=== imm_field_encoder ===
imm_field_encoder/util_map.png
12 x 15 tiles, from white (low) to dark blue (high), 0 to 100% covered.
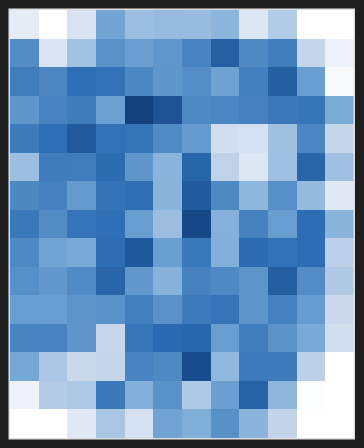

## src/rtl/legv8_imm_pkg.sv

```systemverilog
// LEGv8 immediate field layout shared by the encoder and the sign-extend side.
// Latency: n/a (constants only).
// Backpressure: n/a.
package legv8_imm_pkg;

  // opCode selects which instruction format's immediate field is written
  localparam logic [1:0] OP_D    = 2'b00;
  localparam logic [1:0] OP_CB   = 2'b01;
  localparam logic [1:0] OP_B    = 2'b10;
  localparam logic [1:0] OP_PASS = 2'b11;

  // D format: DT_address, bits 20:12
  localparam int D_LSB  = 12;
  localparam int D_W    = 9;
  // CB format: COND_BR_address, bits 23:5
  localparam int CB_LSB = 5;
  localparam int CB_W   = 19;
  // B format: BR_address, bits 25:0
  localparam int B_LSB  = 0;
  localparam int B_W    = 26;

endpackage

```

## src/rtl/imm_range_check.sv

```systemverilog
// Flags whether a signed value survives truncation to an N-bit two's-complement field.
// Latency: combinational.
// Backpressure: none (pure function of imm).
module imm_range_check #(
  parameter int DATA_W = 64,
  parameter int N      = 9
) (
  input  logic [DATA_W-1:0] imm,
  output logic              fits
);

  // The value fits when re-sign-extending its low N bits gives it back unchanged,
  // i.e. every bit from N-1 upward is a copy of the field's sign bit.
  assign fits = (imm == {{(DATA_W-N){imm[N-1]}}, imm[N-1:0]});

endmodule

```

## src/rtl/imm_field_encoder.sv

```systemverilog
// Packs a signed offset into the D/CB/B immediate field of an instruction word, flags overflow.
// Latency: 2 cycles accept-to-output when unstalled; one beat per cycle.
// Backpressure: skid-free 2-stage pipe; in_ready follows out_ready combinationally, 2 beats max held.
module imm_field_encoder
  import legv8_imm_pkg::*;
#(
  parameter int DATA_W  = 64,
  parameter int INSTR_W = 32,
  parameter int ERRC_W  = 16
) (
  input  logic               clk,
  input  logic               rst_n,
  input  logic               in_valid,
  output logic               in_ready,
  input  logic [1:0]         opCode,
  input  logic [DATA_W-1:0]  imm,
  input  logic [INSTR_W-1:0] instr_in,
  output logic               out_valid,
  input  logic               out_ready,
  output logic [INSTR_W-1:0] out,
  output logic               out_range_err,
  output logic [ERRC_W-1:0]  err_count
);

  logic               s1_valid;
  logic [1:0]         s1_op;
  logic [DATA_W-1:0]  s1_imm;
  logic [INSTR_W-1:0] s1_instr;
  logic               s2_valid;
  logic               s1_adv;
  logic               s2_adv;
  logic               fit_d;
  logic               fit_cb;
  logic               fit_b;
  logic               s1_fit;
  logic [INSTR_W-1:0] fmask;
  logic [INSTR_W-1:0] fval;
  logic [INSTR_W-1:0] nxt_out;
  logic               nxt_err;

  // A stage may load when it is empty or the stage after it is moving.
  assign s2_adv    = !s2_valid || out_ready;
  assign s1_adv    = !s1_valid || s2_adv;
  assign in_ready  = s1_adv;
  assign out_valid = s2_valid;

  imm_range_check #(.DATA_W(DATA_W), .N(D_W))  u_chk_d  (.imm(s1_imm), .fits(fit_d));
  imm_range_check #(.DATA_W(DATA_W), .N(CB_W)) u_chk_cb (.imm(s1_imm), .fits(fit_cb));
  imm_range_check #(.DATA_W(DATA_W), .N(B_W))  u_chk_b  (.imm(s1_imm), .fits(fit_b));

  // Stage 1 register: capture the beat whenever the input handshake completes.
  always_ff @(posedge clk or negedge rst_n) begin
    if (!rst_n) begin
      s1_valid <= 1'b0;
      s1_op    <= '0;
      s1_imm   <= '0;
      s1_instr <= '0;
    end else if (s1_adv) begin
      s1_valid <= in_valid;
      if (in_valid) begin
        s1_op    <= opCode;
        s1_imm   <= imm;
        s1_instr <= instr_in;
      end
    end
  end

  // Select the field position and fit flag for the stage-1 format; pass mode leaves the word alone.
  always_comb begin
    fmask  = '0;
    fval   = '0;
    s1_fit = 1'b1;
    case (s1_op)
      OP_D: begin
        fmask[D_LSB +: D_W] = '1;
        fval[D_LSB +: D_W]  = s1_imm[D_W-1:0];
        s1_fit              = fit_d;
      end
      OP_CB: begin
        fmask[CB_LSB +: CB_W] = '1;
        fval[CB_LSB +: CB_W]  = s1_imm[CB_W-1:0];
        s1_fit                = fit_cb;
      end
      OP_B: begin
        fmask[B_LSB +: B_W] = '1;
        fval[B_LSB +: B_W]  = s1_imm[B_W-1:0];
        s1_fit              = fit_b;
      end
      default: begin
        fmask  = '0;
        fval   = '0;
        s1_fit = 1'b1;
      end
    endcase
    // Truncated low bits are still inserted on overflow so the word stays well-formed.
    nxt_out = (s1_instr & ~fmask) | fval;
    nxt_err = !s1_fit;
  end

  // Stage 2 register: holds the encoded word stable until downstream takes it.
  always_ff @(posedge clk or negedge rst_n) begin
    if (!rst_n) begin
      s2_valid      <= 1'b0;
      out           <= '0;
      out_range_err <= 1'b0;
    end else if (s2_adv) begin
      s2_valid <= s1_valid;
      if (s1_valid) begin
        out           <= nxt_out;
        out_range_err <= nxt_err;
      end
    end
  end

  // Count delivered overflow beats, sticking at all-ones rather than wrapping.
  always_ff @(posedge clk or negedge rst_n) begin
    if (!rst_n) begin
      err_count <= '0;
    end else if (s2_valid && out_ready && out_range_err && !(&err_count)) begin
      err_count <= err_count + ERRC_W'(1);
    end
  end

endmodule
```

## config.mk

```make
export PLATFORM = sky130hd
export DESIGN_NAME = imm_field_encoder
export DESIGN_NICKNAME = d
export VERILOG_FILES = /design/src/rtl/legv8_imm_pkg.sv /design/src/rtl/imm_range_check.sv /design/src/rtl/imm_field_encoder.sv
export SDC_FILE = /design/constraint.sdc
export NUM_CORES = 1
export LEC_CHECK = 0
export ABC_AREA = 0
export ABC_CLOCK_PERIOD_IN_PS = 2100
export CAP_MARGIN = 20
export CORE_ASPECT_RATIO = 1.25
export CORE_MARGIN = 1
export CORE_UTILIZATION = 40
export CTS_CLUSTER_SIZE = 25
export DETAILED_ROUTE_END_ITERATION = 8
export GPL_ROUTABILITY_DRIVEN = 1
export MAX_ROUTING_LAYER = met4
export PLACE_DENSITY = 0.64
export SYNTH_ARGS = -nofsm -noshare
export SYNTH_HDL_FRONTEND = slang
export SYNTH_HIERARCHICAL = 1
export SYNTH_SLANG_ARGS = --single-unit
```

## constraint.sdc

```tcl
create_clock -name clk -period 2.1 [get_ports clk]
set_input_delay 0.21 -clock clk [delete_from_list [all_inputs] [get_ports clk]]
set_output_delay 0.21 -clock clk [all_outputs]
set_load 0.02 [all_outputs]
```

=== bitop_stream ===
`src/rtl/bitop_stream.sv`:
```
// bitop_stream: streaming bitwise-logic unit with an optional framed XOR
// accumulator, a DEPTH-entry result FIFO and a delivered-beat counter.
module bitop_stream #(
    parameter int WIDTH = 32,
    parameter int DEPTH = 4,
    parameter int CNT_W = 16
) (
    input  logic                       clock,
    input  logic                       reset,
    input  logic                       in_valid,
    output logic                       in_ready,
    input  logic [WIDTH-1:0]           in_a,
    input  logic [WIDTH-1:0]           in_b,
    input  logic [1:0]                 in_op,
    input  logic                       in_acc,
    input  logic                       in_last,
    output logic                       out_valid,
    input  logic                       out_ready,
    output logic [WIDTH-1:0]           out_data,
    output logic                       out_parity,
    output logic                       out_last,
    output logic [$clog2(DEPTH):0]     occupancy,
    output logic [CNT_W-1:0]           beat_cnt,
    input  logic                       trace_en
);

    localparam int AW    = $clog2(DEPTH);
    localparam int OCC_W = AW + 1;

    // Each FIFO entry carries the result with its frame-end flag in bit 0.
    logic [WIDTH:0]     mem [DEPTH];
    logic [AW-1:0]      wr_ptr;
    logic [AW-1:0]      rd_ptr;
    logic [OCC_W-1:0]   occ;
    logic [WIDTH-1:0]   acc;
    logic [CNT_W-1:0]   cnt;

    logic               in_fire;
    logic               out_fire;
    logic [WIDTH-1:0]   res;

    function automatic logic [WIDTH-1:0] apply_op(input logic [1:0] op,
                                                  input logic [WIDTH-1:0] a,
                                                  input logic [WIDTH-1:0] b);
        case (op)
            2'd0:    return a ^ b;
            2'd1:    return a & b;
            2'd2:    return a | b;
            default: return ~(a ^ b);
        endcase
    endfunction

    // Handshakes and the combinational result; a full FIFO never takes a beat,
    // even when the head is popped in the same cycle.
    always_comb begin
        in_ready  = reset & (occ != OCC_W'(DEPTH));
        out_valid = (occ != '0);
        in_fire   = in_valid & in_ready;
        out_fire  = out_valid & out_ready;
        res       = apply_op(in_op, in_a, in_b) ^ (in_acc ? acc : '0);
    end

    // Head of FIFO is forced to zero when nothing is buffered.
    always_comb begin
        out_data   = out_valid ? mem[rd_ptr][WIDTH:1] : '0;
        out_last   = out_valid & mem[rd_ptr][0];
        out_parity = ^out_data;
        occupancy  = occ;
        beat_cnt   = cnt;
    end

    // FIFO storage is data only and is not reset; occupancy gates validity.
    always_ff @(posedge clock) begin
        if (in_fire) begin
            mem[wr_ptr] <= {res, in_last};
        end
    end

    // Control state: pointers, occupancy, accumulator and beat counter.
    always_ff @(posedge clock) begin
        if (!reset) begin
            wr_ptr <= '0;
            rd_ptr <= '0;
            occ    <= '0;
            acc    <= '0;
            cnt    <= '0;
        end else begin
            if (in_fire) begin
                wr_ptr <= wr_ptr + 1'b1;
                if (in_acc) begin
                    acc <= in_last ? '0 : res;
                end
            end
            if (out_fire) begin
                rd_ptr <= rd_ptr + 1'b1;
                cnt    <= cnt + 1'b1;
            end
            case ({in_fire, out_fire})
                2'b10:   occ <= occ + 1'b1;
                2'b01:   occ <= occ - 1'b1;
                default: occ <= occ;
            endcase
        end
    end

`ifndef SYNTHESIS
    // Simulation trace of each delivered beat, tagged with the pre-increment count.
    always @(posedge clock) begin
        if (trace_en && out_fire && reset) begin
            $display("beat=%d data=%h last=%d", cnt, out_data, out_last);
        end
    end
`endif

endmodule
```
`config.mk`:
```
export PLATFORM = sky130hd
export DESIGN_NAME = bitop_stream
export DESIGN_NICKNAME = d
export VERILOG_FILES = /design/src/rtl/bitop_stream.sv
export SDC_FILE = /design/constraint.sdc
export NUM_CORES = 1
export LEC_CHECK = 0
export ABC_CLOCK_PERIOD_IN_PS = 3550
export CAP_MARGIN = 10
export CORE_MARGIN = 1.5
export CORE_UTILIZATION = 58
export CTS_BUF_LIST = sky130_fd_sc_hd__clkbuf_2 sky130_fd_sc_hd__clkbuf_4 sky130_fd_sc_hd__clkbuf_8
export DETAILED_ROUTE_END_ITERATION = 6
export PLACE_DENSITY = 0.83
export SLEW_MARGIN = 30
export SYNTH_ARGS = -nofsm -noshare
export SYNTH_HDL_FRONTEND = slang
export SYNTH_SLANG_ARGS = --single-unit
```
`constraint.sdc`:
```
create_clock -name clock -period 3.55 [get_ports clock]
set_clock_uncertainty 0.2 [all_clocks]
set_input_delay 0.71 -clock clock [delete_from_list [all_inputs] [get_ports clock]]
set_output_delay 0.71 -clock clock [all_outputs]
set_load 0.01 [all_outputs]
```

==> notes/layouts.md <==
Pictures saved along the way, in no particular order.

Met4 routing.
picture 1
Scale bar: 50 um. Supply wires on this layer in gray.
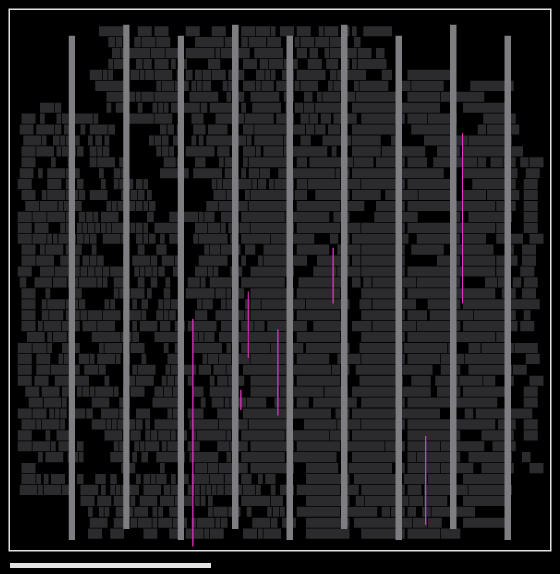
picture 2
Scale bar: 20 um. Supply wires on this layer in gray.
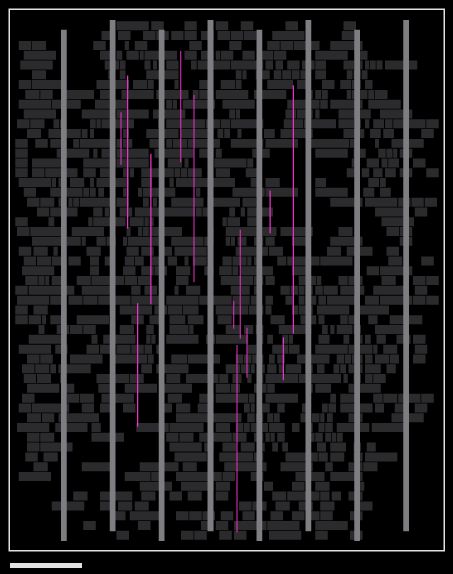
| from | picture |
|---|---|
| imm_field_encoder | picture 2 |
| bitop_stream | picture 1 |

bitop_stream/congestion_map.png
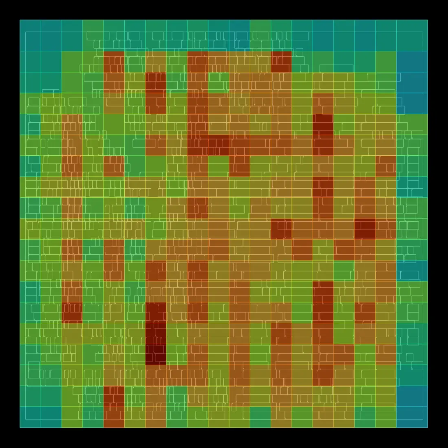
GR Util met2: 0.3880
overall global routing resource usage: 0.2345

==> impl_metrics.json, bitop_stream <==
{
  "power.internal_mw": 4.985,
  "wl_per_cell_um": 16.38,
  "critPathRequiredTime_ps": 2640,
  "timing.final.setup_violations": 1,
  "timing.final.ws_setup_ps": -98.32,
  "first_global_vias": 6476,
  "totalNegativeSetupSlack_ps": -98.32,
  "num-clock-buffers": 20,
  "comb_power_share": 0.433,
  "fp_nets": 1048,
  "flops": 189,
  "yosysChipArea_um2": 10030,
  "whs_ps": 309.4,
  "edf_count": 132,
  "crit_arrival_ps": 2740,
  "core_area_um2": 16760,
  "cts-hold-fix-buffers": 0,
  "drt_iter0_markers": 556,
  "insertedDiodeCount": 0,
  "outcome": "finished with violations",
  "yosys.cell_types.count": 32,
  "total_power_mw": 7.288,
  "tap-cell-count": 220,
  "violated_checks": "setup timing",
  "worst_slew_pin_slew_ps": 762.6
}
==> bitop_stream: metal layers <==
layer,share of wire,global-route usage
met5,0,0
met4,0.0086,0.04659
met3,0.066,0.03453
met2,0.47,0.3880
met1,0.45,0.3343
==> bitop_stream: cell families (layout without fill, tap and decap cells) <==
family                     after synthesis  after routing  synth area share
AOI/OAI and AO/OA                      155            155           0.08858
xor gates and xnor gates                78             78           0.06812
adders and majority gates               71             71           0.08933
buffers and inverters                  153            282           0.06201
DFF                                    189            189            0.5090
muxes                                   50             50           0.09108
and+or+nand+nor                        208            208           0.09183
==> bitop_stream: state kept, by name (all words and copies together), names as in the netlist, named ones only <==
| name | count |
|---|---|
| mem | 132 |
| beat_cnt | 16 |
| acc | 32 |
| occupancy | 3 |
| wr_ptr | 2 |
| rd_ptr | 2 |
==> bitop_stream: worst paths after layout <==
check | slack (ps) | depth (start not counted) | to
max | -100 | 9 | out_parity
min | 310 | 2 | beat_cnt[10]
max reg2reg | 930 | 9 | occupancy[2]
min reg2reg | 310 | 2 | beat_cnt[10]
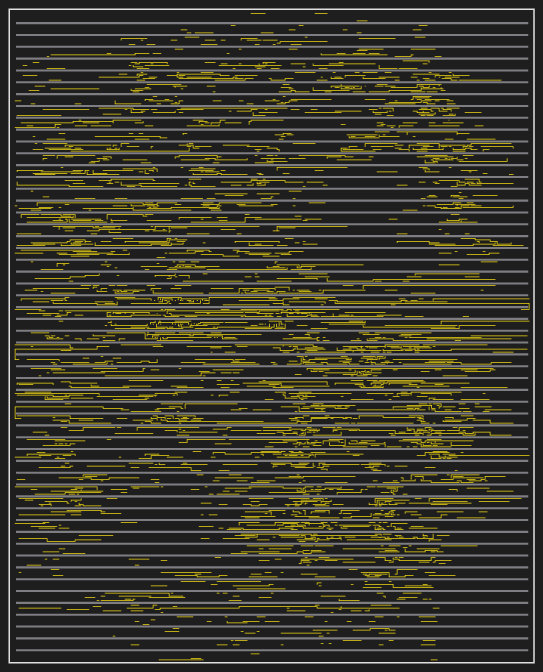
imm_field_encoder/m1.png
Supply wires on this layer in gray.
nets with wire on the layer: 797
share of all routed wire: 41%
longest straight run: 44.6 um
wire length on this layer: 7490 um
main direction: horizontal

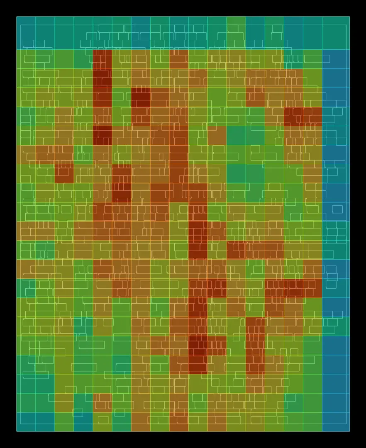
imm_field_encoder/congestion_map.png
core occupancy in the finished layout: 0.5697
GR Util met2: 0.3704

About imm_field_encoder/util_map.png:
tiles over 75% full: 12%
mean over tiles: 52%
nearly empty tiles: 5.6%
fullest tile: 94%

==> impl_metrics.json, imm_field_encoder <==
{
  "outcome": "finished, final reports clean",
  "finalInstanceArea_um2": 9672,
  "dp.cells": 989,
  "period_used_share": 0.9622,
  "flow.area_growth_from_synthesis_pct": 38.16,
  "power_frac_clock": 0.334,
  "core_util_floorplan": 0.4124,
  "synth-seq-area-share": 0.5326,
  "edf_count": 0,
  "timing.final.setup_violations": 0,
  "p_comb_mw": 2.49,
  "rr_endpoint": "out_range_err",
  "final_period_minus_worst_setup_slack_ps": 2021,
  "yosys-top-cells-area": "sky130_fd_sc_hd__dfrtp_1, sky130_fd_sc_hd__mux2_2, sky130_fd_sc_hd__nand2_1",
  "crit_arrival_ps": 2310
}
## imm_field_encoder: final cells by class
| cell class | instances | share of cell area |
|---|---|---|
| timing repair buffer | 192 | 0.1952 |
| clock inverter | 15 | 0.01992 |
| tap | 220 | 0.02846 |
| multi-input combinational | 426 | 0.3255 |
| sequential | 149 | 0.3858 |
| clock buffer | 17 | 0.04398 |
| inverter | 3 | 0.001164 |
## imm_field_encoder: critical path: cells and delay by family (launching register included)
family	cells	cell delay, ps
AOI/OAI and AO/OA	3	310
DFF	1	440
and+or+nand+nor	4	1140
## imm_field_encoder: flip-flops by register name (all words and copies together) (netlist names)
name and cells:
s1_instr 32, out_range_err 1, s1_imm 64, err_count 16, out_valid 1, s1_op 2, s1_valid 1, out 32
## imm_field_encoder: kinds of logic (layout without fill, tap and decap cells)
| group | Yosys count | in the layout | synth area share |
|---|---|---|---|
| xor gates and xnor gates | 9 | 9 | 0.01126 |
| DFF | 149 | 149 | 0.5326 |
| AOI/OAI and AO/OA | 89 | 89 | 0.07721 |
| and+or+nand+nor | 207 | 207 | 0.1634 |
| buffers and inverters | 31 | 227 | 0.02091 |
| adders and majority gates | 6 | 6 | 0.01072 |
| muxes | 115 | 115 | 0.1839 |


==> notes/layouts.md <==
Pictures saved along the way, in no particular order.

Cell classes on the final placement.
panel A
Scale bar: 50 um. Fill, decap, tap and diode cells in gray.
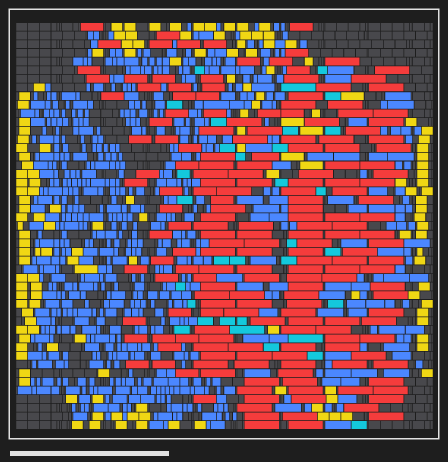
panel B
Scale bar: 20 um. Fill, decap, tap and diode cells in gray.
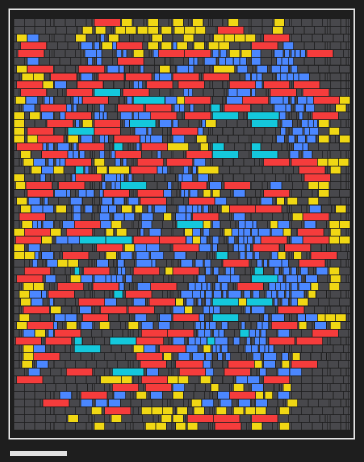
imm_field_encoder: panel B
bitop_stream: panel A
The one with the highest utilization is panel A.

Key to panel A:
legend:
  cyan:
    class: clock drivers and dummy loads
    cells: 32
    share_of_their_area: 3.7%
  yellow:
    class: remaining buffers and delay cells
    cells: 148
    share_of_their_area: 13%
  red:
    class: registers
    cells: 189
    share_of_their_area: 43%
  blue:
    class: remaining logic cells
    cells: 664
    share_of_their_area: 41%

